######## arbiter_rr_stream ########
arbiter_rr_stream, cells by drive strength:
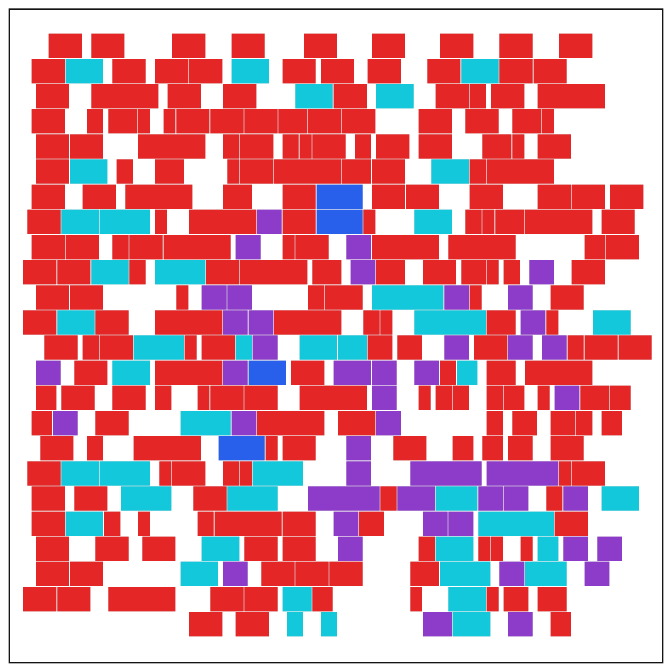
arbiter_rr_stream, clock routing:
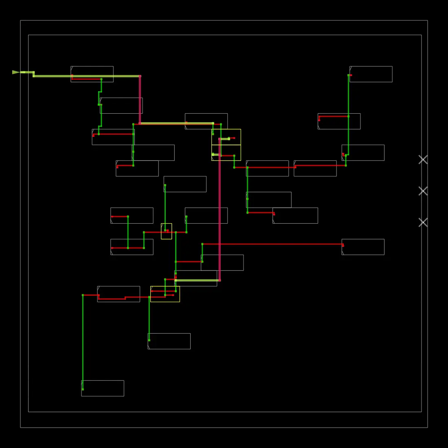
--- src/rtl/arbiter_rr_stream.sv ---
// N-way round-robin stream arbiter: packet-locked grant, one registered output beat.
// o_ready follows i_ready combinationally; data only reaches o_data through the output register.
module arbiter_rr_stream #(
  parameter int N  = 4,
  parameter int DW = 16,
  parameter int SW = $clog2(N)
) (
  input  logic          i_clk,
  input  logic          i_reset,
  input  logic [N-1:0]  i_valid,
  input  logic [DW-1:0] i_data [N],
  input  logic [N-1:0]  i_last,
  output logic [N-1:0]  o_ready,
  output logic          o_valid,
  output logic [DW-1:0] o_data,
  output logic          o_last,
  output logic [SW-1:0] o_src,
  input  logic          i_ready
);
  logic          valid_q, last_q, lock_q;
  logic [DW-1:0] data_q;
  logic [SW-1:0] src_q, ptr_q, owner_q;

  logic          load_en, sel_en, xfer;
  logic [SW-1:0] sel;
  logic [SW:0]   cand;

  assign load_en = !valid_q || i_ready;

  // Scan starts one past the last winner; the extra index bit keeps the wrap exact for any N.
  always_comb begin
    sel    = owner_q;
    sel_en = lock_q;
    cand   = '0;
    if (!lock_q) begin
      for (int i = 1; i <= N; i++) begin
        cand = {1'b0, ptr_q} + (SW+1)'(i);
        if (cand >= (SW+1)'(N)) cand = cand - (SW+1)'(N);
        if (!sel_en && i_valid[cand[SW-1:0]]) begin
          sel_en = 1'b1;
          sel    = cand[SW-1:0];
        end
      end
    end
  end

  // A locked owner keeps its ready even while idle, so packet bubbles never let others in.
  always_comb begin
    o_ready = '0;
    if (sel_en && load_en && !i_reset) o_ready[sel] = 1'b1;
  end

  assign xfer = sel_en && i_valid[sel] && load_en && !i_reset;

  always_ff @(posedge i_clk) begin
    if (i_reset) begin
      valid_q <= 1'b0;
      data_q  <= '0;
      last_q  <= 1'b0;
      src_q   <= '0;
      ptr_q   <= SW'(N-1);
      owner_q <= '0;
      lock_q  <= 1'b0;
    end else if (xfer) begin
      valid_q <= 1'b1;
      data_q  <= i_data[sel];
      last_q  <= i_last[sel];
      src_q   <= sel;
      ptr_q   <= sel;
      owner_q <= sel;
      lock_q  <= !i_last[sel];
    end else if (load_en) begin
      valid_q <= 1'b0;
    end
  end

  assign o_valid = valid_q;
  assign o_data  = data_q;
  assign o_last  = last_q;
  assign o_src   = src_q;

  // Producer contract: an offered beat stays put until taken.
  generate
    for (genvar k = 0; k < N; k++) begin : g_chk
      a_hold: assert property (@(posedge i_clk) disable iff (i_reset)
        (i_valid[k] && !o_ready[k]) |=> (i_valid[k] && $stable(i_data[k]) && $stable(i_last[k])));
    end
  endgenerate

  a_out_stable: assert property (@(posedge i_clk) disable iff (i_reset)
    (valid_q && !i_ready) |=> ($stable(data_q) && $stable(last_q) && $stable(src_q)));

endmodule
--- config.mk ---
export PLATFORM = sky130hd
export DESIGN_NAME = arbiter_rr_stream
export DESIGN_NICKNAME = d
export VERILOG_FILES = /design/src/rtl/arbiter_rr_stream.sv
export SDC_FILE = /design/constraint.sdc
export NUM_CORES = 1
export LEC_CHECK = 0
export ABC_AREA = 0
export CAP_MARGIN = 20
export CORE_UTILIZATION = 38
export CTS_BUF_LIST = sky130_fd_sc_hd__clkbuf_4 sky130_fd_sc_hd__clkbuf_8
export DETAILED_ROUTE_END_ITERATION = 8
export PLACE_DENSITY_LB_ADDON = 0.15
export SLEW_MARGIN = 20
export SYNTH_ARGS = -nofsm -noshare
export SYNTH_HDL_FRONTEND = slang
export SYNTH_SLANG_ARGS = --single-unit
export TNS_END_PERCENT = 30
--- constraint.sdc ---
create_clock -name i_clk -period 2.8 [get_ports i_clk]
set_input_delay 0.56 -clock i_clk [delete_from_list [all_inputs] [get_ports i_clk]]
set_output_delay 0.56 -clock i_clk [all_outputs]
set_load 0.02 [all_outputs]
==> qor.yml <==
outcome: "complete, but fails checks"
violations: "design-rule violations"
drcViolationCount: 6
comb-power_w: 0.00205
slew_violations: 0
avgRoutedWirePerCell_um: 14.7
yosysChipArea_mm2: 0.00178
p_seq_w: 0.000587
instances_no_fill: 371
max_slew_margin: 0.712
top_layer: "met4"
nonClkBufAreaFrac: 0.408
port_buffers: 98
worstSetupPathType: "in2out"
antennaDiodeCount: 0
xor_area_frac: 0.00491
power_leader: "combinational logic"
cts-htree-levels: 1
crit_fanout: 6
synth_cell_types: 47
Notes on 'cells by drive strength' of arbiter_rr_stream above:
colour	size	cells
purple	_3 and _4 cells	46
cyan	_2 cells	43
blue	_6 and larger	4
red	_0 and _1 cells	226
buffers outside the clock class: 137
Setup WS post-layout: 0.0179 ns
final instance area: 0.00310 mm²
Area Growth Syn to Fin: 73.9%

Notes on 'clock routing' of arbiter_rr_stream above:
flop count: 23
cts bufs inserted: 3
Worst Clk Skew: 0.00458 ns


######## spi_master ########
===== config.mk =====
export PLATFORM = sky130hd
export DESIGN_NAME = spi_master
export DESIGN_NICKNAME = d
export VERILOG_FILES = /design/src/rtl/spi_master_pkg.sv /design/src/rtl/spi_master_timer.sv /design/src/rtl/spi_master.sv
export SDC_FILE = /design/constraint.sdc
export NUM_CORES = 1
export LEC_CHECK = 0
export CORE_ASPECT_RATIO = 0.7
export CORE_MARGIN = 1
export CORE_UTILIZATION = 34
export CTS_CLUSTER_DIAMETER = 100
export CTS_CLUSTER_SIZE = 12
export DETAILED_ROUTE_END_ITERATION = 8
export PLACE_DENSITY = 0.62
export SYNTH_ARGS = -nofsm -noshare
export SYNTH_HDL_FRONTEND = slang
export SYNTH_SLANG_ARGS = --single-unit

===== constraint.sdc =====
create_clock -name clk -period 2.7 [get_ports clk]
set_clock_uncertainty 0.2 [all_clocks]
set_input_delay 0.675 -clock clk [delete_from_list [all_inputs] [get_ports clk]]
set_output_delay 0.675 -clock clk [all_outputs]
set_load 0.01 [all_outputs]

===== src/rtl/spi_master_pkg.sv =====
// Shared frame widths, FSM state encoding and a small sizing helper for the SPI initiator.
package spi_master_pkg;

    localparam int SPI_FRAME_W = 16;
    localparam int SPI_DATA_W  = 8;
    localparam int SPI_ADDR_W  = 8;

    typedef enum logic [2:0] {
        ST_IDLE  = 3'd0,
        ST_SETUP = 3'd1,
        ST_LOW   = 3'd2,
        ST_HIGH  = 3'd3,
        ST_HOLD  = 3'd4,
        ST_GAP   = 3'd5
    } spi_state_e;

    function automatic int spi_max4(input int a, input int b, input int c, input int d);
        int m;
        m = a;
        if (b > m) m = b;
        if (c > m) m = c;
        if (d > m) m = d;
        return m;
    endfunction

endpackage


===== src/rtl/spi_master_timer.sv =====
// Loadable down-counter; tc_o is high while the count sits at zero, marking a state's last cycle.
module spi_master_timer #(
    parameter int W = 4
) (
    input  logic         clk,
    input  logic         rst,
    input  logic         load_i,
    input  logic [W-1:0] load_val_i,
    output logic         tc_o
);

    logic [W-1:0] cnt_q;
    logic [W-1:0] cnt_d;

    // Next count: reload wins, otherwise count down and park at zero.
    always_comb begin
        cnt_d = cnt_q;
        if (load_i) begin
            cnt_d = load_val_i;
        end else if (cnt_q != {W{1'b0}}) begin
            cnt_d = cnt_q - {{(W-1){1'b0}}, 1'b1};
        end else begin
            cnt_d = cnt_q;
        end
    end

    // Count register.
    always_ff @(posedge clk or negedge rst) begin
        if (!rst) begin
            cnt_q <= {W{1'b0}};
        end else begin
            cnt_q <= cnt_d;
        end
    end

    assign tc_o = (cnt_q == {W{1'b0}});

endmodule


===== src/rtl/spi_master.sv =====
// SPI mode-0 initiator for the 16-bit {data,address} frame; one frame per accepted start.
// Build option: SPI_MASTER_LOOPBACK_EN samples the outgoing mosi instead of the synchronised miso.
module spi_master
    import spi_master_pkg::*;
#(
    parameter int HALF_PERIOD = 8,
    parameter int SS_SETUP    = 8,
    parameter int SS_HOLD     = 8,
    parameter int SS_GAP      = 8
) (
    input  logic                  clk,
    input  logic                  rst,
    input  logic                  start_i,
    input  logic [SPI_DATA_W-1:0] tx_data_i,
    input  logic [SPI_ADDR_W-1:0] tx_addr_i,
    output logic                  busy_o,
    output logic                  done_o,
    output logic [SPI_DATA_W-1:0] rx_data_o,
    output logic [SPI_ADDR_W-1:0] rx_addr_o,
    output logic                  ss_o,
    output logic                  sclk_o,
    output logic                  mosi_o,
    input  logic                  miso_i
);

    localparam int TIMER_W = $clog2(spi_max4(HALF_PERIOD, SS_SETUP, SS_HOLD, SS_GAP)) + 1;

    // Each state lasts N cycles, so the timer is loaded with N-1 on entry.
    localparam logic [TIMER_W-1:0] LD_HALF  = TIMER_W'(HALF_PERIOD - 1);
    localparam logic [TIMER_W-1:0] LD_SETUP = TIMER_W'(SS_SETUP - 1);
    localparam logic [TIMER_W-1:0] LD_HOLD  = TIMER_W'(SS_HOLD - 1);
    localparam logic [TIMER_W-1:0] LD_GAP   = TIMER_W'(SS_GAP - 1);

    spi_state_e             state_q, state_d;
    logic [SPI_FRAME_W-1:0] tx_shift_q, tx_shift_d;
    logic [SPI_FRAME_W-1:0] rx_shift_q, rx_shift_d;
    logic [3:0]             bit_cnt_q, bit_cnt_d;
    logic                   ss_q, ss_d;
    logic                   sclk_q, sclk_d;
    logic                   busy_q, busy_d;
    logic                   done_q, done_d;
    logic [SPI_DATA_W-1:0]  rx_data_q, rx_data_d;
    logic [SPI_ADDR_W-1:0]  rx_addr_q, rx_addr_d;
    logic                   tmr_load_s;
    logic [TIMER_W-1:0]     tmr_val_s;
    logic                   tmr_tc_s;
    logic                   sample_s;

    spi_master_timer #(
        .W (TIMER_W)
    ) u_timer (
        .clk        (clk),
        .rst        (rst),
        .load_i     (tmr_load_s),
        .load_val_i (tmr_val_s),
        .tc_o       (tmr_tc_s)
    );

`ifdef SPI_MASTER_LOOPBACK_EN
    // The MSB of the tx shift register is the registered mosi pin.
    assign sample_s = tx_shift_q[SPI_FRAME_W-1];
`else
    logic miso_meta_q;
    logic miso_sync_q;

    // Two-flop synchroniser for the asynchronous miso input.
    always_ff @(posedge clk or negedge rst) begin
        if (!rst) begin
            miso_meta_q <= 1'b0;
            miso_sync_q <= 1'b0;
        end else begin
            miso_meta_q <= miso_i;
            miso_sync_q <= miso_meta_q;
        end
    end

    assign sample_s = miso_sync_q;
`endif

    // Next-state and registered-output logic for the frame sequencer.
    always_comb begin
        state_d    = state_q;
        tx_shift_d = tx_shift_q;
        rx_shift_d = rx_shift_q;
        bit_cnt_d  = bit_cnt_q;
        ss_d       = ss_q;
        sclk_d     = sclk_q;
        busy_d     = busy_q;
        done_d     = 1'b0;
        rx_data_d  = rx_data_q;
        rx_addr_d  = rx_addr_q;
        tmr_load_s = 1'b0;
        tmr_val_s  = LD_HALF;

        case (state_q)
            ST_IDLE: begin
                if (start_i) begin
                    tx_shift_d = {tx_data_i, tx_addr_i};
                    bit_cnt_d  = 4'd0;
                    ss_d       = 1'b0;
                    busy_d     = 1'b1;
                    tmr_load_s = 1'b1;
                    tmr_val_s  = LD_SETUP;
                    state_d    = ST_SETUP;
                end else begin
                    busy_d = 1'b0;
                end
            end
            ST_SETUP: begin
                if (tmr_tc_s) begin
                    tmr_load_s = 1'b1;
                    tmr_val_s  = LD_HALF;
                    state_d    = ST_LOW;
                end else begin
                    state_d = ST_SETUP;
                end
            end
            ST_LOW: begin
                if (tmr_tc_s) begin
                    rx_shift_d = {rx_shift_q[SPI_FRAME_W-2:0], sample_s};
                    sclk_d     = 1'b1;
                    tmr_load_s = 1'b1;
                    tmr_val_s  = LD_HALF;
                    state_d    = ST_HIGH;
                end else begin
                    state_d = ST_LOW;
                end
            end
            ST_HIGH: begin
                if (tmr_tc_s) begin
                    sclk_d     = 1'b0;
                    tmr_load_s = 1'b1;
                    if (bit_cnt_q == 4'd15) begin
                        tmr_val_s = LD_HOLD;
                        state_d   = ST_HOLD;
                    end else begin
                        // Shifting moves the next bit onto mosi as sclk falls.
                        tx_shift_d = {tx_shift_q[SPI_FRAME_W-2:0], 1'b0};
                        bit_cnt_d  = bit_cnt_q + 4'd1;
                        tmr_val_s  = LD_HALF;
                        state_d    = ST_LOW;
                    end
                end else begin
                    state_d = ST_HIGH;
                end
            end
            ST_HOLD: begin
                if (tmr_tc_s) begin
                    ss_d       = 1'b1;
                    done_d     = 1'b1;
                    rx_data_d  = rx_shift_q[SPI_FRAME_W-1:SPI_ADDR_W];
                    rx_addr_d  = rx_shift_q[SPI_ADDR_W-1:0];
                    bit_cnt_d  = 4'd0;
                    tmr_load_s = 1'b1;
                    tmr_val_s  = LD_GAP;
                    state_d    = ST_GAP;
                end else begin
                    state_d = ST_HOLD;
                end
            end
            ST_GAP: begin
                if (tmr_tc_s) begin
                    busy_d  = 1'b0;
                    state_d = ST_IDLE;
                end else begin
                    state_d = ST_GAP;
                end
            end
            default: begin
                state_d = ST_IDLE;
                ss_d    = 1'b1;
                sclk_d  = 1'b0;
                busy_d  = 1'b0;
            end
        endcase
    end

    // State and output registers.
    always_ff @(posedge clk or negedge rst) begin
        if (!rst) begin
            state_q    <= ST_IDLE;
            tx_shift_q <= {SPI_FRAME_W{1'b0}};
            rx_shift_q <= {SPI_FRAME_W{1'b0}};
            bit_cnt_q  <= 4'd0;
            ss_q       <= 1'b1;
            sclk_q     <= 1'b0;
            busy_q     <= 1'b0;
            done_q     <= 1'b0;
            rx_data_q  <= {SPI_DATA_W{1'b0}};
            rx_addr_q  <= {SPI_ADDR_W{1'b0}};
        end else begin
            state_q    <= state_d;
            tx_shift_q <= tx_shift_d;
            rx_shift_q <= rx_shift_d;
            bit_cnt_q  <= bit_cnt_d;
            ss_q       <= ss_d;
            sclk_q     <= sclk_d;
            busy_q     <= busy_d;
            done_q     <= done_d;
            rx_data_q  <= rx_data_d;
            rx_addr_q  <= rx_addr_d;
        end
    end

    assign ss_o      = ss_q;
    assign sclk_o    = sclk_q;
    assign mosi_o    = tx_shift_q[SPI_FRAME_W-1];
    assign busy_o    = busy_q;
    assign done_o    = done_q;
    assign rx_data_o = rx_data_q;
    assign rx_addr_o = rx_addr_q;

endmodule


==> qor.yml <==
outcome: "complete, but fails checks"
violations: "design-rule violations"
dieArea_mm2: 0.00877
cts-htree-levels: 3
grt_pass1_vias: 1908
path_delay_family: "simple AND/OR/NAND/NOR gates"
warnings: 26
power_w: 0.00354
cpPeakStageDelay_ns: 0.56
antennaDiodeCount: 0
drcViolationCount: 2
top_regs: "rx_shift_q x16, tx_shift_q x16"
synth_area_mm2: 0.00285
r2r_slack_ns: 0.34
crit_path_top_delay_cell: "or3b_1"
area_delta_synth_final_pct: 29.1
yosys-mux-area-fraction: 0.192
r2r_cells: 6
nNonClkBuffers: 50
cts_num_sinks: 65
ys_seq_frac: 0.570
spi_master, placed cells, one colour a class:
Scale bar: 20 µm.
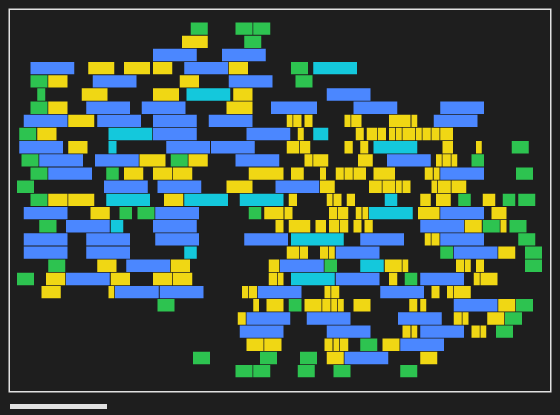
colour	class	cells
green	remaining buffers and delay cells	50
yellow	combinational and other logic	155
cyan	clock drivers and dummy loads	16
blue	sequential cells	65
Finished Core Util: 0.460
Cell Rows: 27
Core Area: 0.00801 mm²

spi_master, routed clock nets over the placement:
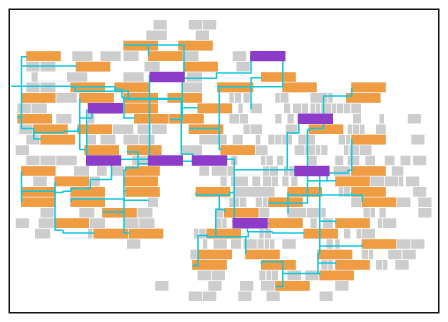
[cyan] clock wires | length: 829 µm
[orange] flip-flops | count: 65
[purple] clock drivers | count: 9
routed clock nets	10
Clk pwr share: 0.328
power in the clock group: 0.00116 W


######## key_debounce_fsm ########
key_debounce_fsm, placed cells, one colour a class:
Scale bar: 20 µm.
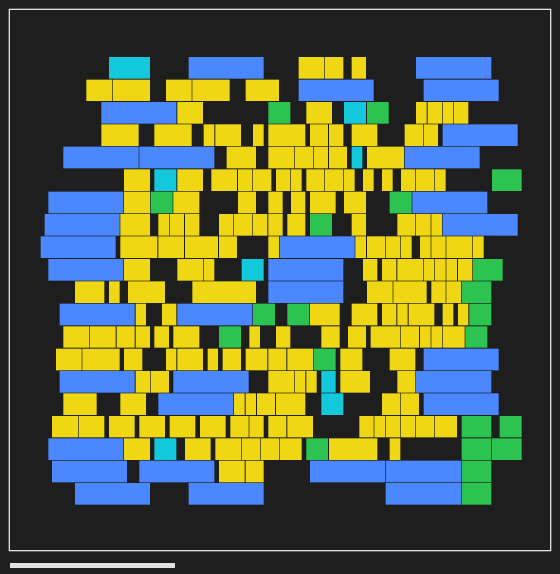
key_debounce_fsm, routed clock nets over the placement:
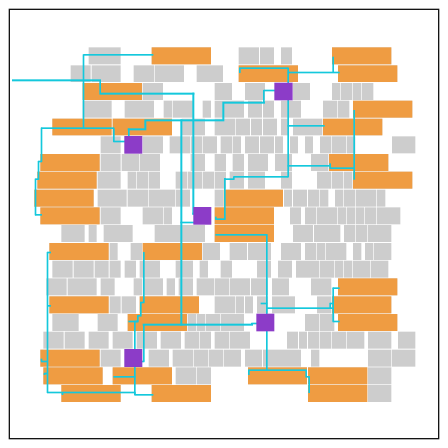
key_debounce_fsm, the metal 1 layer:
Supply wires on this layer in grey.
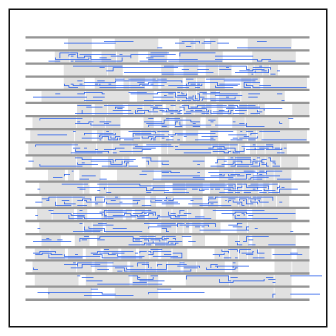
## src/rtl/key_debounce_fsm.sv

```systemverilog
// Debounced key state machine fed by one-cycle pin edge pulses.
// Produces a stable key level plus press, release, long-press and auto-repeat event pulses.
module key_debounce_fsm #(
    parameter logic [15:0] T1MS        = 16'd49_999,
    parameter logic [9:0]  DEBOUNCE_MS = 10'd10,
    parameter logic [9:0]  LONG_MS     = 10'd1000,
    parameter logic [9:0]  REPEAT_MS   = 10'd200
) (
    input  logic CLK,
    input  logic RST_N,
    input  logic H2L_Sig,
    input  logic L2H_Sig,
    output logic Key_Out,
    output logic Press_Pulse,
    output logic Release_Pulse,
    output logic Long_Pulse,
    output logic Repeat_Pulse
);

    typedef enum logic [2:0] {
        IDLE,
        PRESS_DB,
        HELD,
        REPEAT,
        RELEASE_DB
    } state_t;

    state_t      state;
    logic [15:0] cyc;
    logic [9:0]  ms;

    logic tick;
    logic fall;
    logic rise;
    logic both;
    logic db_expiry;
    logic long_expiry;
    logic repeat_expiry;

    // An expiry is the last cycle of the Nth millisecond since the state was entered.
    assign tick          = (cyc == T1MS);
    assign db_expiry     = tick && (ms == DEBOUNCE_MS - 10'd1);
    assign long_expiry   = tick && (ms == LONG_MS - 10'd1);
    assign repeat_expiry = tick && (ms == REPEAT_MS - 10'd1);
    assign fall          = H2L_Sig && !L2H_Sig;
    assign rise          = L2H_Sig && !H2L_Sig;
    assign both          = H2L_Sig && L2H_Sig;

    always_ff @(posedge CLK or negedge RST_N) begin
        if (!RST_N) begin
            state         <= IDLE;
            cyc           <= 16'd0;
            ms            <= 10'd0;
            Key_Out       <= 1'b0;
            Press_Pulse   <= 1'b0;
            Release_Pulse <= 1'b0;
            Long_Pulse    <= 1'b0;
            Repeat_Pulse  <= 1'b0;
        end else begin
            Press_Pulse   <= 1'b0;
            Release_Pulse <= 1'b0;
            Long_Pulse    <= 1'b0;
            Repeat_Pulse  <= 1'b0;
            // Simultaneous edges are ambiguous, so the whole machine freezes for that cycle.
            if (!both) begin
                if (tick) begin
                    cyc <= 16'd0;
                    ms  <= ms + 10'd1;
                end else begin
                    cyc <= cyc + 16'd1;
                end
                unique case (state)
                    IDLE: begin
                        if (fall) begin
                            state <= PRESS_DB;
                            cyc   <= 16'd0;
                            ms    <= 10'd0;
                        end
                    end
                    PRESS_DB: begin
                        if (rise) begin
                            state <= IDLE;
                            cyc   <= 16'd0;
                            ms    <= 10'd0;
                        end else if (db_expiry) begin
                            state       <= HELD;
                            cyc         <= 16'd0;
                            ms          <= 10'd0;
                            Key_Out     <= 1'b1;
                            Press_Pulse <= 1'b1;
                        end
                    end
                    HELD: begin
                        if (rise) begin
                            state <= RELEASE_DB;
                            cyc   <= 16'd0;
                            ms    <= 10'd0;
                        end else if (long_expiry) begin
                            state      <= REPEAT;
                            cyc        <= 16'd0;
                            ms         <= 10'd0;
                            Long_Pulse <= 1'b1;
                        end
                    end
                    REPEAT: begin
                        if (rise) begin
                            state <= RELEASE_DB;
                            cyc   <= 16'd0;
                            ms    <= 10'd0;
                        end else if (repeat_expiry) begin
                            cyc          <= 16'd0;
                            ms           <= 10'd0;
                            Repeat_Pulse <= 1'b1;
                        end
                    end
                    RELEASE_DB: begin
                        if (fall) begin
                            state <= HELD;
                            cyc   <= 16'd0;
                            ms    <= 10'd0;
                        end else if (db_expiry) begin
                            state         <= IDLE;
                            cyc           <= 16'd0;
                            ms            <= 10'd0;
                            Key_Out       <= 1'b0;
                            Release_Pulse <= 1'b1;
                        end
                    end
                    default: begin
                        state   <= IDLE;
                        cyc     <= 16'd0;
                        ms      <= 10'd0;
                        Key_Out <= 1'b0;
                    end
                endcase
            end
        end
    end

endmodule
```

## config.mk

```make
export PLATFORM = sky130hd
export DESIGN_NAME = key_debounce_fsm
export DESIGN_NICKNAME = d
export VERILOG_FILES = /design/src/rtl/key_debounce_fsm.sv
export SDC_FILE = /design/constraint.sdc
export NUM_CORES = 1
export LEC_CHECK = 0
export ABC_AREA = 0
export CAP_MARGIN = 5
export CORE_MARGIN = 3
export CORE_UTILIZATION = 60
export CTS_CLUSTER_SIZE = 12
export DETAILED_ROUTE_END_ITERATION = 12
export PLACE_DENSITY = 0.78
export SLEW_MARGIN = 20
export SYNTH_ARGS = -nofsm -noshare
export SYNTH_HDL_FRONTEND = slang
export SYNTH_SLANG_ARGS = --single-unit
```

## constraint.sdc

```tcl
create_clock -name CLK -period 2.8 [get_ports CLK]
set_input_delay 0.56 -clock CLK [delete_from_list [all_inputs] [get_ports CLK]]
set_output_delay 0.56 -clock CLK [all_outputs]
set_load 0.02 [all_outputs]
```

==> qor.yml <==
top_logic_kind: "simple AND/OR/NAND/NOR gates"
r2r-end: "ms[4]"
top_cell: "dfrtp_1"
outcome: "finished clean"
nonClkBufAreaFrac: 0.0760
fp_nets: 226
cts_setup_buffers: 0
largest_cell_class: "multi-input combinational cells"
avgRoutedWirePerCell_um: 16.3
grt_max_degree: 35
fp_util: 0.663
synthSimpleGateAreaFrac: 0.257
layout_top_cell: "dfrtp_1"
yosysChipArea_mm2: 0.00212
dp_cells: 273
top_layer: "met4"
max_slew_margin: 0.430
cpPeakStageDelay_ns: 0.65
logic_area_mm2: 0.00117
start_kind: "flop"
dieArea_mm2: 0.00429
seqPwrFrac: 0.469
nMultiInputCombCells: 168
r2r_cells: 6
## Picture notes: 'placed cells, one colour a class' of key_debounce_fsm
colour	class	cells
cyan	clock drivers and dummy loads	8
green	remaining buffers and delay cells	21
blue	sequential cells	34
yellow	combinational and other logic	174
final instance area: 0.00234 mm²
Core Area: 0.00320 mm²
Finished Core Util: 0.730
Cell Rows: 20

## Picture notes: 'routed clock nets over the placement' of key_debounce_fsm
[purple] clock drivers | count: 5
[cyan] clock wires | length: 405 µm
[orange] flip-flops | count: 34
flops lie	widely spread
routed clock nets	6
Worst-Skew Late Latency: 0.34 ns
Clk pwr share: 0.214

## Picture notes: 'the metal 1 layer' of key_debounce_fsm
share of all routed wire	45%
longest straight run	18.4 µm
main direction	horizontal
nets with wire on the layer	222
met1 GRT Util: 0.336
vias: 1770
DRT Wirelength: 4570 µm


######## stream_decipher ########
==> src/rtl/stream_decipher.sv <==
// Byte-wide LFSR stream decipher: 4-byte key load, optional warm-up, 1 byte/cycle XOR.
// Define STREAM_DECIPHER_WARMUP_EN to discard WARMUP_CYCLES keystream steps after key load.
`timescale 1ns/1ps
module stream_decipher #(
   parameter int WARMUP_CYCLES = 16
) (
   input  logic       clk,
   input  logic       rst,
   input  logic       ena,
   input  logic [7:0] key_in,
   input  logic       key_we,
   input  logic [7:0] ct_in,
   input  logic       ct_valid,
   output logic       ready,
   output logic [7:0] pt_out,
   output logic       pt_valid,
   output logic       drop_err
);

   localparam logic [31:0] LFSR_MASK = 32'h8020_0003;
   localparam logic [31:0] LFSR_SAFE = 32'hACE1_ACE1;

   typedef enum logic [1:0] {IDLE, KEYLOAD, WARMUP, RUN} state_t;

   if (WARMUP_CYCLES < 1 || WARMUP_CYCLES > 255) begin : g_bad_warmup
      $error("WARMUP_CYCLES must be in 1..255");
   end

   state_t      state_q;
   logic [31:0] key_q;
   logic [1:0]  kcnt_q;
   logic [31:0] lfsr_q;
   logic        ready_q;
   logic [7:0]  pt_out_q;
   logic        pt_valid_q;
   logic        drop_err_q;
`ifdef STREAM_DECIPHER_WARMUP_EN
   logic [7:0]  wcnt_q;
`endif

   logic [31:0] key_d;
   logic [31:0] seed_d;
   logic [31:0] lfsr1_d;
   logic [31:0] lfsr8_d;

   function automatic logic [31:0] lfsr_step(input logic [31:0] s);
      lfsr_step = {1'b0, s[31:1]} ^ (s[0] ? LFSR_MASK : 32'h0);
   endfunction

   // Full key as it will be after this edge; seeding reads it so the 4th byte needs no extra cycle.
   always_comb begin
      key_d = key_q;
      key_d[{kcnt_q, 3'b000} +: 8] = key_in;
      seed_d  = (key_d == 32'h0) ? LFSR_SAFE : key_d;
      lfsr1_d = lfsr_step(lfsr_q);
      lfsr8_d = lfsr_q;
      for (int i = 0; i < 8; i++) begin
         lfsr8_d = lfsr_step(lfsr8_d);
      end
   end

   always_ff @(posedge clk) begin
      if (rst) begin
         state_q    <= IDLE;
         key_q      <= 32'h0;
         kcnt_q     <= 2'd0;
         lfsr_q     <= LFSR_SAFE;
         ready_q    <= 1'b0;
         pt_out_q   <= 8'h00;
         pt_valid_q <= 1'b0;
         drop_err_q <= 1'b0;
`ifdef STREAM_DECIPHER_WARMUP_EN
         wcnt_q     <= 8'd0;
`endif
      end else if (!ena) begin
         pt_valid_q <= 1'b0;
      end else begin
         pt_valid_q <= 1'b0;
         case (state_q)
            IDLE, RUN: begin
               if (key_we) begin
                  key_q      <= {24'h0, key_in};
                  kcnt_q     <= 2'd1;
                  state_q    <= KEYLOAD;
                  ready_q    <= 1'b0;
                  drop_err_q <= 1'b0;
               end else if (ct_valid) begin
                  if (state_q == RUN) begin
                     pt_out_q   <= ct_in ^ lfsr_q[7:0];
                     pt_valid_q <= 1'b1;
                     lfsr_q     <= lfsr8_d;
                  end else begin
                     drop_err_q <= 1'b1;
                  end
               end
            end
            KEYLOAD: begin
               if (ct_valid) begin
                  drop_err_q <= 1'b1;
               end
               if (key_we) begin
                  key_q <= key_d;
                  if (kcnt_q == 2'd3) begin
                     lfsr_q <= seed_d;
                     kcnt_q <= 2'd0;
`ifdef STREAM_DECIPHER_WARMUP_EN
                     state_q <= WARMUP;
                     wcnt_q  <= 8'd0;
`else
                     state_q <= RUN;
                     ready_q <= 1'b1;
`endif
                  end else begin
                     kcnt_q <= kcnt_q + 2'd1;
                  end
               end
            end
`ifdef STREAM_DECIPHER_WARMUP_EN
            WARMUP: begin
               if (ct_valid) begin
                  drop_err_q <= 1'b1;
               end
               lfsr_q <= lfsr1_d;
               if (wcnt_q == 8'(WARMUP_CYCLES - 1)) begin
                  wcnt_q  <= 8'd0;
                  state_q <= RUN;
                  ready_q <= 1'b1;
               end else begin
                  wcnt_q <= wcnt_q + 8'd1;
               end
            end
`endif
            default: begin
               state_q <= IDLE;
               kcnt_q  <= 2'd0;
               ready_q <= 1'b0;
            end
         endcase
      end
   end

   assign ready    = ready_q;
   assign pt_out   = pt_out_q;
   assign pt_valid = pt_valid_q;
   assign drop_err = drop_err_q;

endmodule

==> config.mk <==
export PLATFORM = sky130hd
export DESIGN_NAME = stream_decipher
export DESIGN_NICKNAME = d
export VERILOG_FILES = /design/src/rtl/stream_decipher.sv
export SDC_FILE = /design/constraint.sdc
export NUM_CORES = 1
export LEC_CHECK = 0
export ABC_AREA = 0
export CAP_MARGIN = 20
export CORE_MARGIN = 5
export CORE_UTILIZATION = 25
export DETAILED_ROUTE_END_ITERATION = 8
export PLACE_DENSITY_LB_ADDON = 0.25
export SYNTH_ARGS = -nofsm -noshare
export SYNTH_HDL_FRONTEND = slang
export SYNTH_SLANG_ARGS = --single-unit
==> constraint.sdc <==
create_clock -name clk -period 3.54 [get_ports clk]
set_input_delay 0.708 -clock clk [delete_from_list [all_inputs] [get_ports clk]]
set_output_delay 0.708 -clock clk [all_outputs]
set_load 0.02 [all_outputs]
stream_decipher, placed cells, one colour a class:
Scale bar: 50 µm.
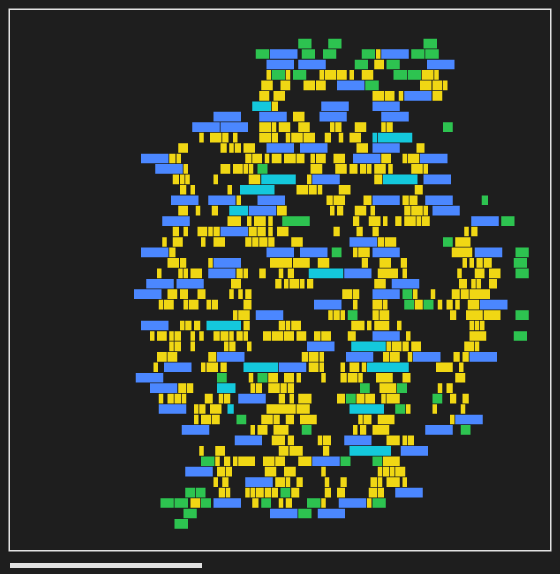
colour	class	cells
yellow	combinational and other logic	420
cyan	clock drivers and dummy loads	16
green	remaining buffers and delay cells	57
blue	sequential cells	78
sequential share of cell area: 0.299
Finished Core Util: 0.314
Core Area: 0.0166 mm²
final instance area: 0.00522 mm²
Cell Rows: 47

==> qor.yml <==
p_sw_frac: 0.285
top_cells_by_area: "dfxtp_1, nor2_1, a21oi_1"
avgRoutedWirePerCell_um: 16.7
drt-initial-drc-count: 378
vias_per_cell: 5.02
yosysChipArea_mm2: 0.00427
yosys_warnings: 0
edf_count: 0
outcome: "finished clean"
p_seq_w: 0.000939
hp-start: "lfsr_q[14]"
synth_area_mm2: 0.00427
nets: 597
clockBufferDepth: 2
dieArea_mm2: 0.0198
clock_skew_ns: 0.00584
final.setup.worst_slack_ns: 0.510
grt_pass1_wl_um: 20800
crit_buf_inv: 2
numCtsBuffers: 9
flop-count: 78
fill_cells: 1742
num_vias: 3968

######## mxn_bit_and_nand_nor ########
[src/rtl/mxn_bit_and_nand_nor.sv]
// mxn_bit_and_nand_nor: registered SETS-lane bitwise AND / NAND / NOR unit.
// Lanes of WIDTH bits do not interact with each other. Results load on a clock
// edge with in_valid=1 and hold otherwise. out_valid marks the edge that loaded them.
// Optional macro MXN_LOGIC_ZERO_FLAG_EN adds per-lane all-zero flags for each result.
module mxn_bit_and_nand_nor #(
  parameter int unsigned WIDTH = 4,
  parameter int unsigned SETS  = 2
) (
  input  logic                    clk,
  input  logic                    rst,
  input  logic                    in_valid,
  input  logic [SETS*WIDTH-1:0]   in1_packed,
  input  logic [SETS*WIDTH-1:0]   in2_packed,
  output logic [SETS*WIDTH-1:0]   and_out_packed,
  output logic [SETS*WIDTH-1:0]   nand_out_packed,
  output logic [SETS*WIDTH-1:0]   nor_out_packed,
  output logic                    out_valid
`ifdef MXN_LOGIC_ZERO_FLAG_EN
  ,
  output logic [SETS-1:0]         and_zero,
  output logic [SETS-1:0]         nand_zero,
  output logic [SETS-1:0]         nor_zero
`endif
);

  // Shared valid strobe: high only after an edge that captured operands.
  always_ff @(posedge clk or posedge rst) begin
    if (rst) begin
      out_valid <= 1'b0;
    end else begin
      out_valid <= in_valid;
    end
  end

  for (genvar i = 0; i < SETS; i++) begin : g_lane
    logic [WIDTH-1:0] a;
    logic [WIDTH-1:0] b;
    logic [WIDTH-1:0] and_d;
    logic [WIDTH-1:0] nand_d;
    logic [WIDTH-1:0] nor_d;
    logic [WIDTH-1:0] and_q;
    logic [WIDTH-1:0] nand_q;
    logic [WIDTH-1:0] nor_q;

    assign a = in1_packed[i*WIDTH +: WIDTH];
    assign b = in2_packed[i*WIDTH +: WIDTH];

    // Per-lane bitwise results; no interaction between bits or lanes.
    always_comb begin
      and_d  = a & b;
      nand_d = ~(a & b);
      nor_d  = ~(a | b);
    end

    // Lane result registers: clear on reset, load on in_valid, else hold.
    always_ff @(posedge clk or posedge rst) begin
      if (rst) begin
        and_q  <= '0;
        nand_q <= '0;
        nor_q  <= '0;
      end else if (in_valid) begin
        and_q  <= and_d;
        nand_q <= nand_d;
        nor_q  <= nor_d;
      end
    end

    assign and_out_packed[i*WIDTH +: WIDTH]  = and_q;
    assign nand_out_packed[i*WIDTH +: WIDTH] = nand_q;
    assign nor_out_packed[i*WIDTH +: WIDTH]  = nor_q;

`ifdef MXN_LOGIC_ZERO_FLAG_EN
    logic and_zq;
    logic nand_zq;
    logic nor_zq;

    // Zero flags follow the same capture rule as the lane results.
    always_ff @(posedge clk or posedge rst) begin
      if (rst) begin
        and_zq  <= 1'b0;
        nand_zq <= 1'b0;
        nor_zq  <= 1'b0;
      end else if (in_valid) begin
        and_zq  <= (and_d == '0);
        nand_zq <= (nand_d == '0);
        nor_zq  <= (nor_d == '0);
      end
    end

    assign and_zero[i]  = and_zq;
    assign nand_zero[i] = nand_zq;
    assign nor_zero[i]  = nor_zq;
`endif
  end

endmodule

[config.mk]
export PLATFORM = sky130hd
export DESIGN_NAME = mxn_bit_and_nand_nor
export DESIGN_NICKNAME = d
export VERILOG_FILES = /design/src/rtl/mxn_bit_and_nand_nor.sv
export SDC_FILE = /design/constraint.sdc
export NUM_CORES = 1
export LEC_CHECK = 0
export ABC_CLOCK_PERIOD_IN_PS = 1050
export CELL_PAD_IN_SITES_DETAIL_PLACEMENT = 1
export CELL_PAD_IN_SITES_GLOBAL_PLACEMENT = 2
export CORE_MARGIN = 2
export CORE_UTILIZATION = 24
export CTS_CLUSTER_DIAMETER = 120
export CTS_CLUSTER_SIZE = 10
export DETAILED_ROUTE_END_ITERATION = 6
export PLACE_DENSITY_LB_ADDON = 0.3
export RECOVER_POWER = 100
export SETUP_SLACK_MARGIN = 0.3
export SLEW_MARGIN = 30
export SYNTH_ARGS = -nofsm -noshare
export SYNTH_HDL_FRONTEND = slang
export SYNTH_SLANG_ARGS = --single-unit
[constraint.sdc]
create_clock -name clk -period 1.05 [get_ports clk]
set_clock_uncertainty 0.1 [all_clocks]
set_input_delay 0.21 -clock clk [delete_from_list [all_inputs] [get_ports clk]]
set_output_delay 0.21 -clock clk [all_outputs]
set_load 0.01 [all_outputs]
mxn_bit_and_nand_nor, cells by drive strength:
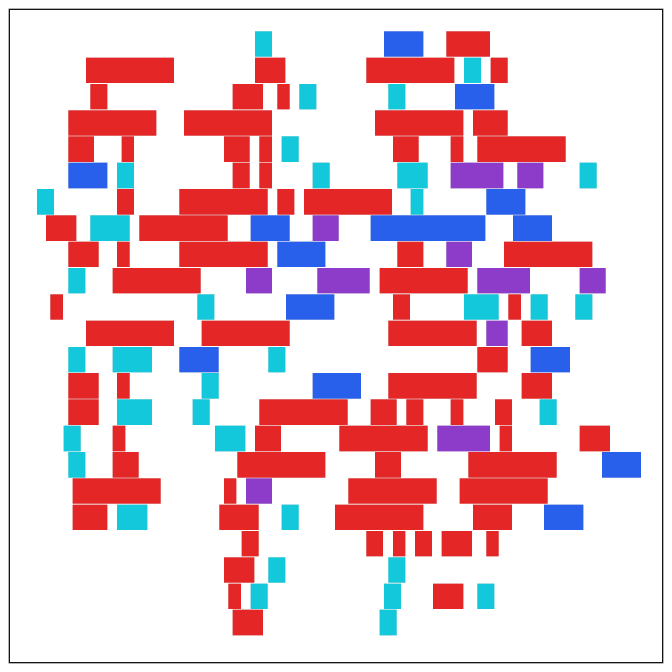
colour	size	cells
purple	_3 and _4 cells	11
blue	_6 and larger	14
red	_0 and _1 cells	79
cyan	_2 cells	35
Area Growth Syn to Fin: 60.1%
final instance area: 0.00155 mm²

==> qor.yml <==
outcome: "complete, but fails checks"
violations: "negative setup slack"
cap_violations: 0
ant_nets: 0
path_delay_family: "flip-flops"
period_used_share: 1.06
root_buffer: "clkbuf_8"
clockBufferDepth: 2
fin_setup_tns_ns: -1.22
powerClk_w: 0.000555
crit_cells: 1
final.setup.worst_slack_ns: -0.0681
setup_viol_count_final: 26
rsz0062_at_grt: "true"
p_per_area_mw_per_mm2: 1340
instances_no_fill: 189
top_logic_kind: "multiplexers"
vias_per_cell: 4.20
r2r_start: "g_lane[0].nor_q[3]"
fp_nets: 96
top_regs: "g_lane.and_q x8, g_lane.nand_q x8, g_lane.nor_q x8"
p_clk_frac: 0.268
mxn_bit_and_nand_nor, the metal 1 layer:
Supply wires on this layer in grey.
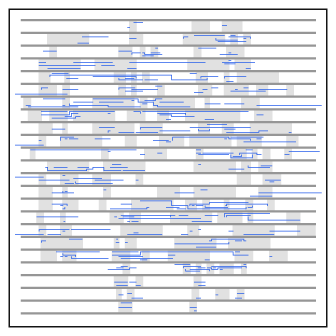
main direction	horizontal
share of all routed wire	42%
longest straight run	26.0 µm
wire length on this layer	1090 µm
nets with wire on the layer	137
met1 GRT Util: 0.157
vias: 794
DRT Wirelength: 2580 µm


######## exec_stage ########
--- src/rtl/exec_stage.sv ---
// Execute stage: operand forwarding, ALU, branch resolution and the EX/MEM pipeline register.
// A RUN/HALTED state machine turns every later instruction into a bubble once a halt has been loaded.
module exec_stage #(
  parameter int FWD_EN = 1
) (
  input  logic        CLK,
  input  logic        RST,
  input  logic        in_valid,
  input  logic [31:0] alu_in1,
  input  logic [31:0] alu_in2,
  input  logic [4:0]  rs_alu_in,
  input  logic [4:0]  rt_alu_in,
  input  logic [3:0]  alu_aluop,
  input  logic [4:0]  wsel,
  input  logic [1:0]  wdat_source,
  input  logic        branch_instr,
  input  logic        branch_if_zero,
  input  logic        branch_taken,
  input  logic [31:0] branch_target,
  input  logic [31:0] instr_npc,
  input  logic        halt,
  input  logic        dmemREN,
  input  logic        dmemWEN,
  input  logic [31:0] dmemstore,
  input  logic        mem_fwd_wen,
  input  logic [4:0]  mem_fwd_wsel,
  input  logic [31:0] mem_fwd_wdat,
  input  logic        wb_fwd_wen,
  input  logic [4:0]  wb_fwd_wsel,
  input  logic [31:0] wb_fwd_wdat,
  input  logic        mem_stall,
  input  logic        flush,
  output logic        ex_valid,
  output logic [31:0] ex_alu_out,
  output logic [4:0]  ex_wsel,
  output logic [1:0]  ex_wdat_source,
  output logic        ex_dmemREN,
  output logic        ex_dmemWEN,
  output logic [31:0] ex_dmemstore,
  output logic [31:0] ex_npc,
  output logic        ex_halt,
  output logic        halted,
  output logic        redirect,
  output logic [31:0] redirect_pc,
  output logic        ex_ready
);

  typedef enum logic [3:0] {
    ALU_SLL, ALU_SRL, ALU_ADD, ALU_SUB, ALU_AND,
    ALU_OR, ALU_XOR, ALU_NOR, ALU_SLT, ALU_SLTU
  } aluop_e;

  typedef enum logic {RUN, HALTED} state_e;

  typedef struct packed {
    logic        valid;
    logic [31:0] alu_out;
    logic [4:0]  wsel;
    logic [1:0]  wdat_source;
    logic        dmemREN;
    logic        dmemWEN;
    logic [31:0] dmemstore;
    logic [31:0] npc;
    logic        halt;
  } exmem_t;

  state_e      state_q;
  exmem_t      ex_q, ex_d;
  aluop_e      op;
  logic [31:0] op_a, op_b, st_data, alu_res;
  logic        zero, actual_taken, load;

  // MEM result is newer than WB, so it wins when both target the same register.
  function automatic logic [31:0] fwd(input logic [4:0] src, input logic [31:0] dflt,
                                      input logic m_wen, input logic [4:0] m_sel, input logic [31:0] m_dat,
                                      input logic w_wen, input logic [4:0] w_sel, input logic [31:0] w_dat);
    if (FWD_EN != 0 && src != '0 && m_wen && m_sel == src) return m_dat;
    if (FWD_EN != 0 && src != '0 && w_wen && w_sel == src) return w_dat;
    return dflt;
  endfunction

  assign op_a    = fwd(rs_alu_in, alu_in1, mem_fwd_wen, mem_fwd_wsel, mem_fwd_wdat,
                       wb_fwd_wen, wb_fwd_wsel, wb_fwd_wdat);
  assign op_b    = fwd(rt_alu_in, alu_in2, mem_fwd_wen, mem_fwd_wsel, mem_fwd_wdat,
                       wb_fwd_wen, wb_fwd_wsel, wb_fwd_wdat);
  assign st_data = fwd(rt_alu_in, dmemstore, mem_fwd_wen, mem_fwd_wsel, mem_fwd_wdat,
                       wb_fwd_wen, wb_fwd_wsel, wb_fwd_wdat);
  assign op      = aluop_e'(alu_aluop);

  always_comb begin
    alu_res = '0;
    case (op)
      ALU_SLL:  alu_res = op_a << op_b[4:0];
      ALU_SRL:  alu_res = op_a >> op_b[4:0];
      ALU_ADD:  alu_res = op_a + op_b;
      ALU_SUB:  alu_res = op_a - op_b;
      ALU_AND:  alu_res = op_a & op_b;
      ALU_OR:   alu_res = op_a | op_b;
      ALU_XOR:  alu_res = op_a ^ op_b;
      ALU_NOR:  alu_res = ~(op_a | op_b);
      ALU_SLT:  alu_res = {31'b0, $signed(op_a) < $signed(op_b)};
      ALU_SLTU: alu_res = {31'b0, op_a < op_b};
      default:  alu_res = '0;
    endcase
  end

  assign zero         = (alu_res == '0);
  assign actual_taken = branch_instr & (branch_if_zero ? zero : ~zero);
  assign ex_ready     = ~mem_stall;
  assign halted       = (state_q == HALTED);
  assign redirect     = in_valid & ~flush & ex_ready & ~halted & branch_instr &
                        (actual_taken != branch_taken);
  assign redirect_pc  = redirect ? (actual_taken ? branch_target : instr_npc) : '0;
  assign load         = ~mem_stall & ~halted & ~flush & in_valid;

  always_comb begin
    ex_d = ex_q;
    if (!mem_stall) begin
      ex_d = '0;
      if (load) begin
        ex_d.valid       = 1'b1;
        ex_d.alu_out     = alu_res;
        ex_d.wsel        = wsel;
        ex_d.wdat_source = wdat_source;
        ex_d.dmemREN     = dmemREN;
        ex_d.dmemWEN     = dmemWEN;
        ex_d.dmemstore   = st_data;
        ex_d.npc         = instr_npc;
        ex_d.halt        = halt;
      end
    end
  end

  always_ff @(posedge CLK or posedge RST) begin
    if (RST) begin
      state_q <= RUN;
      ex_q    <= '0;
    end else begin
      ex_q <= ex_d;
      if (load && halt) state_q <= HALTED;
    end
  end

  assign ex_valid       = ex_q.valid;
  assign ex_alu_out     = ex_q.alu_out;
  assign ex_wsel        = ex_q.wsel;
  assign ex_wdat_source = ex_q.wdat_source;
  assign ex_dmemREN     = ex_q.dmemREN;
  assign ex_dmemWEN     = ex_q.dmemWEN;
  assign ex_dmemstore   = ex_q.dmemstore;
  assign ex_npc         = ex_q.npc;
  assign ex_halt        = ex_q.halt;

endmodule

--- config.mk ---
export PLATFORM = sky130hd
export DESIGN_NAME = exec_stage
export DESIGN_NICKNAME = d
export VERILOG_FILES = /design/src/rtl/exec_stage.sv
export SDC_FILE = /design/constraint.sdc
export NUM_CORES = 1
export LEC_CHECK = 0
export ABC_AREA = 1
export CAP_MARGIN = 40
export CORE_MARGIN = 8
export CORE_UTILIZATION = 30
export DETAILED_ROUTE_END_ITERATION = 10
export HOLD_SLACK_MARGIN = 0.12
export PLACE_DENSITY = 0.49
export SYNTH_ARGS = -nofsm -noshare
export SYNTH_HDL_FRONTEND = slang
export SYNTH_SLANG_ARGS = --single-unit
--- constraint.sdc ---
create_clock -name CLK -period 7.3 [get_ports CLK]
set_input_delay 0.73 -clock CLK [delete_from_list [all_inputs] [get_ports CLK]]
set_output_delay 0.73 -clock CLK [all_outputs]
set_load 0.02 [all_outputs]
exec_stage, cells by drive strength:
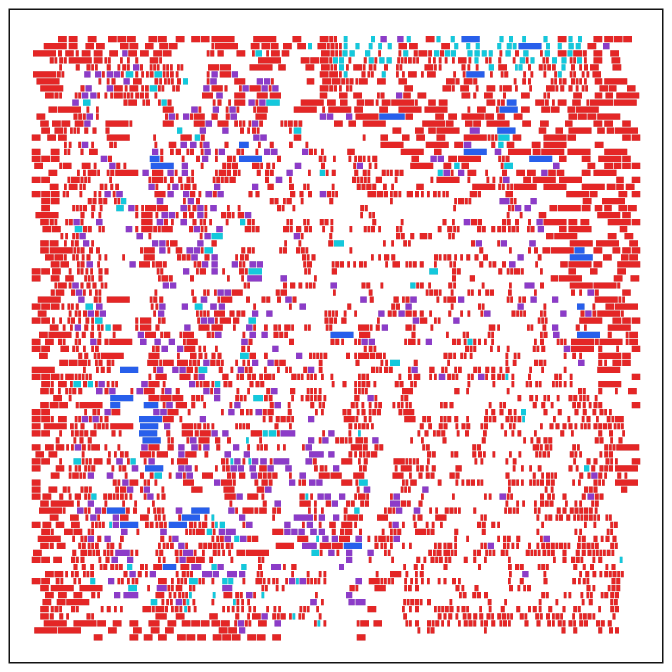
colour	size	cells
red	_0 and _1 cells	3064
blue	_6 and larger	34
cyan	_2 cells	145
purple	_3 and _4 cells	382
final instance area: 0.0244 mm²
buffers outside the clock class: 784
Setup WS post-layout: 0.329 ns
Area Growth Syn to Fin: 45.8%

==> qor.yml <==
outcome: "finished clean"
syn-mean-instance-area_um2: 5.59
clk_share: 0.0125
top_logic_kind: "simple AND/OR/NAND/NOR gates"
track_usage: 0.295
synth_top_area_share: 0.211
hp-class: "reg2reg"
flop-count: 108
r2r_slack_ns: 5.68
met3_length_um: 7190
crit_path_top_delay_cell: "clkdlybuf4s50_1"
crit_buf_inv: 13
yosysChipArea_mm2: 0.0167
comb-power_w: 0.00192
edf_count: 0
fp_nets: 3364
cts_num_sinks: 108
numCtsBuffers: 9

######## id_ex_reg ########
==> src/rtl/id_ex_reg.sv <==
// ID/EX pipeline register with load-use hazard detection.
// Captures the decode control word and operands for EX; holds on ext_stall, bubbles on flush or load-use.
module id_ex_reg #(
  parameter int DW = 32,
  parameter int RW = 5
) (
  input  logic          clk,
  input  logic          rst,
  input  logic          flush,
  input  logic          ext_stall,
  input  logic [1:0]    jump_in,
  input  logic          branch_in,
  input  logic          mem_read_in,
  input  logic [1:0]    mem_to_reg_in,
  input  logic          mem_write_in,
  input  logic          alu_src_in,
  input  logic          reg_write_in,
  input  logic [1:0]    reg_dst_in,
  input  logic [3:0]    alu_op_in,
  input  logic [DW-1:0] pc_in,
  input  logic [DW-1:0] rs_data_in,
  input  logic [DW-1:0] rt_data_in,
  input  logic [DW-1:0] imm_in,
  input  logic [RW-1:0] rs_in,
  input  logic [RW-1:0] rt_in,
  input  logic [RW-1:0] rd_in,
  output logic [1:0]    jump_out,
  output logic          branch_out,
  output logic          mem_read_out,
  output logic [1:0]    mem_to_reg_out,
  output logic          mem_write_out,
  output logic          alu_src_out,
  output logic          reg_write_out,
  output logic [1:0]    reg_dst_out,
  output logic [3:0]    alu_op_out,
  output logic [DW-1:0] pc_out,
  output logic [DW-1:0] rs_data_out,
  output logic [DW-1:0] rt_data_out,
  output logic [DW-1:0] imm_out,
  output logic [RW-1:0] rs_out,
  output logic [RW-1:0] rt_out,
  output logic [RW-1:0] rd_out,
  output logic          valid_out,
  output logic          hazard_stall
);

  // Load in EX whose destination feeds the ID instruction. Conservative: both
  // source specifiers are compared whatever the instruction format. Not gated
  // by flush/ext_stall; upstream combines those.
  assign hazard_stall = valid_out & mem_read_out & (rt_out != '0) &
                        ((rt_out == rs_in) | (rt_out == rt_in));

  always_ff @(posedge clk) begin
    if (rst || flush || (!ext_stall && hazard_stall)) begin
      // Reset and bubble share the all-zero word, which decodes as a NOP.
      jump_out       <= '0;
      branch_out     <= 1'b0;
      mem_read_out   <= 1'b0;
      mem_to_reg_out <= '0;
      mem_write_out  <= 1'b0;
      alu_src_out    <= 1'b0;
      reg_write_out  <= 1'b0;
      reg_dst_out    <= '0;
      alu_op_out     <= '0;
      pc_out         <= '0;
      rs_data_out    <= '0;
      rt_data_out    <= '0;
      imm_out        <= '0;
      rs_out         <= '0;
      rt_out         <= '0;
      rd_out         <= '0;
      valid_out      <= 1'b0;
    end else if (!ext_stall) begin
      jump_out       <= jump_in;
      branch_out     <= branch_in;
      mem_read_out   <= mem_read_in;
      mem_to_reg_out <= mem_to_reg_in;
      mem_write_out  <= mem_write_in;
      alu_src_out    <= alu_src_in;
      reg_write_out  <= reg_write_in;
      reg_dst_out    <= reg_dst_in;
      alu_op_out     <= alu_op_in;
      pc_out         <= pc_in;
      rs_data_out    <= rs_data_in;
      rt_data_out    <= rt_data_in;
      imm_out        <= imm_in;
      rs_out         <= rs_in;
      rt_out         <= rt_in;
      rd_out         <= rd_in;
      valid_out      <= 1'b1;
    end
  end

endmodule

==> config.mk <==
export PLATFORM = sky130hd
export DESIGN_NAME = id_ex_reg
export DESIGN_NICKNAME = d
export VERILOG_FILES = /design/src/rtl/id_ex_reg.sv
export SDC_FILE = /design/constraint.sdc
export NUM_CORES = 1
export LEC_CHECK = 0
export CORE_MARGIN = 4
export CORE_UTILIZATION = 37
export DETAILED_ROUTE_END_ITERATION = 12
export GPL_ROUTABILITY_DRIVEN = 1
export GPL_TIMING_DRIVEN = 0
export MAX_ROUTING_LAYER = met4
export PLACE_DENSITY = 0.78
export SKIP_CTS_REPAIR_TIMING = 1
export SLEW_MARGIN = 25
export SYNTH_ARGS = -nofsm -noshare
export SYNTH_HDL_FRONTEND = slang
export SYNTH_SLANG_ARGS = --single-unit
==> constraint.sdc <==
create_clock -name clk -period 1.7 [get_ports clk]
set_input_delay 0.34 -clock clk [delete_from_list [all_inputs] [get_ports clk]]
set_output_delay 0.34 -clock clk [all_outputs]
set_load 0.02 [all_outputs]
id_ex_reg, routed clock nets over the placement:
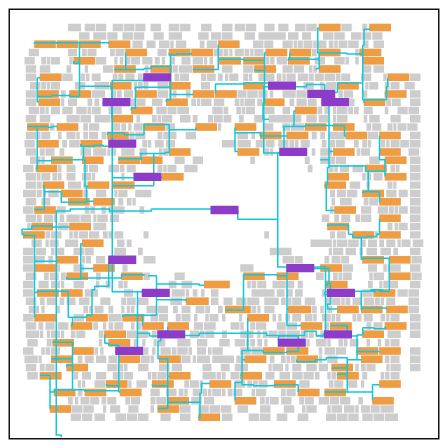
[purple] clock drivers | count: 17
[cyan] clock wires | length: 1990 µm
[orange] flip-flops | count: 159
routed clock nets	18
Worst Clk Skew: 0.00965 ns
Worst-Skew Late Latency: 0.43 ns
Clk pwr share: 0.377
power in the clock group: 0.00361 W

id_ex_reg, clock routing:
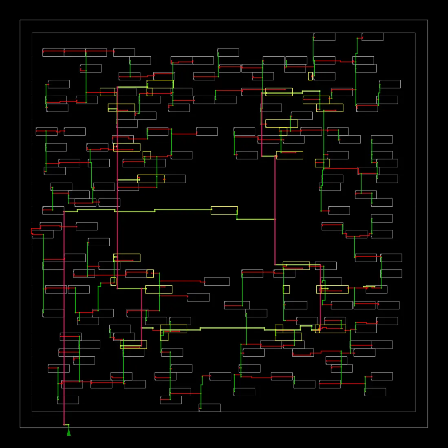
cts bufs inserted: 17
clkbuf count: 21
flop count: 159
clk sinks: 159

id_ex_reg, placed cells, one colour a class:
Scale bar: 50 µm.
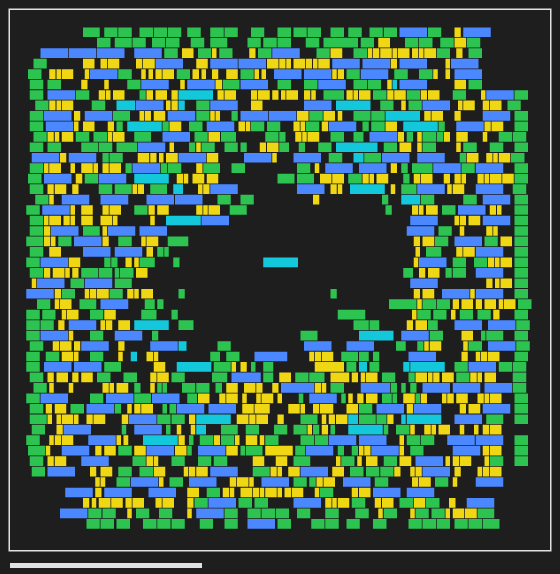
colour	class	cells
blue	sequential cells	159
yellow	combinational and other logic	499
cyan	clock drivers and dummy loads	31
green	remaining buffers and delay cells	415
Finished Core Util: 0.634
final instance area: 0.0109 mm²
sequential share of cell area: 0.292
Cell Rows: 48

==> qor.yml <==
outcome: "complete, but fails checks"
violations: "negative setup slack"
grtUsageMet2: 0.381
synth_cell_types: 19
setup.worst_path.end: "hazard_stall"
final.setup.worst_slack_ns: -0.609
drt-initial-drc-count: 534
antennaDiodeCount: 0
final_cell_mix: "clkdlybuf4s50_1, nand2_1, a32oi_1"
fp_nets: 906
comb_share: 0.272
setup_viol_count_final: 254
min_to: "pc_out[20]"
clk_pin_slew_ns: 0.06
nWellTaps: 225
top_cell: "nand2_1"
largest_cell_class: "non-clock buffers"
avgRoutedWirePerCell_um: 18.8
r2r-end: "imm_out[1]"
hold_viol_final: 0
use_met3: 0.0560
dp_worst_setup_slack_ns: -1.40
wl_met2_um: 12000
die_w_um: 140
period_used_share: 1.36
cpPeakStageDelay_ns: 0.55
ys_seq_frac: 0.491
dp_cells: 1290
layout_top_cell: "clkdlybuf4s50_1"


==> screenshots <==
Routed clock nets over the placement.
(a)
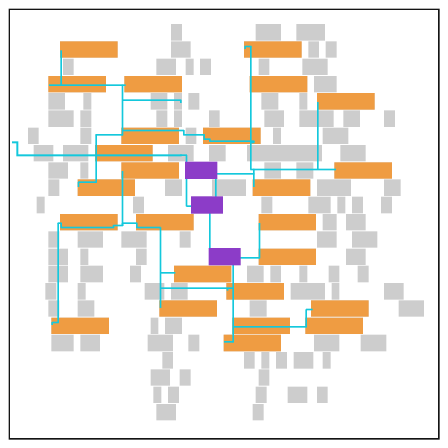
(b)
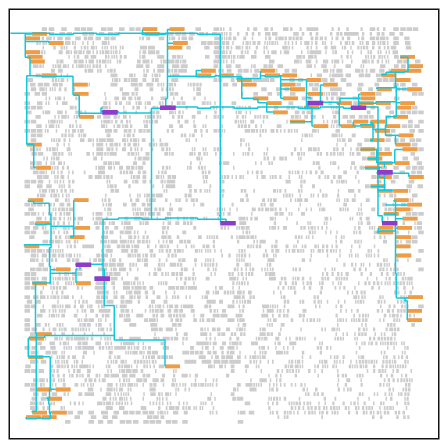
(c)
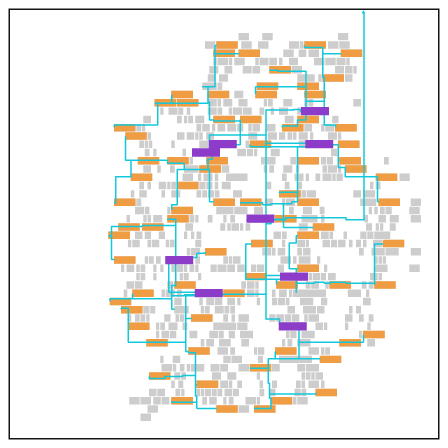
(d)
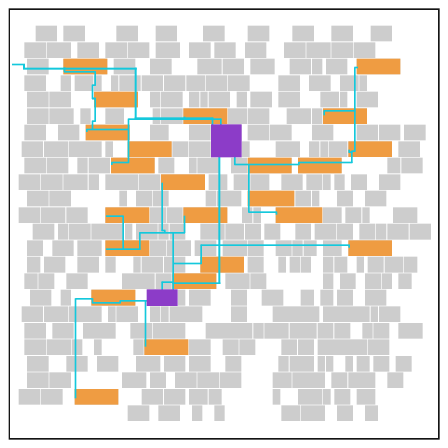
| picture | from |
|---|---|
| (c) | stream_decipher |
| (a) | mxn_bit_and_nand_nor |
| (b) | exec_stage |
| (d) | arbiter_rr_stream |
- most sequential cells: (b)

Power is estimated from default activity; no workload was simulated.
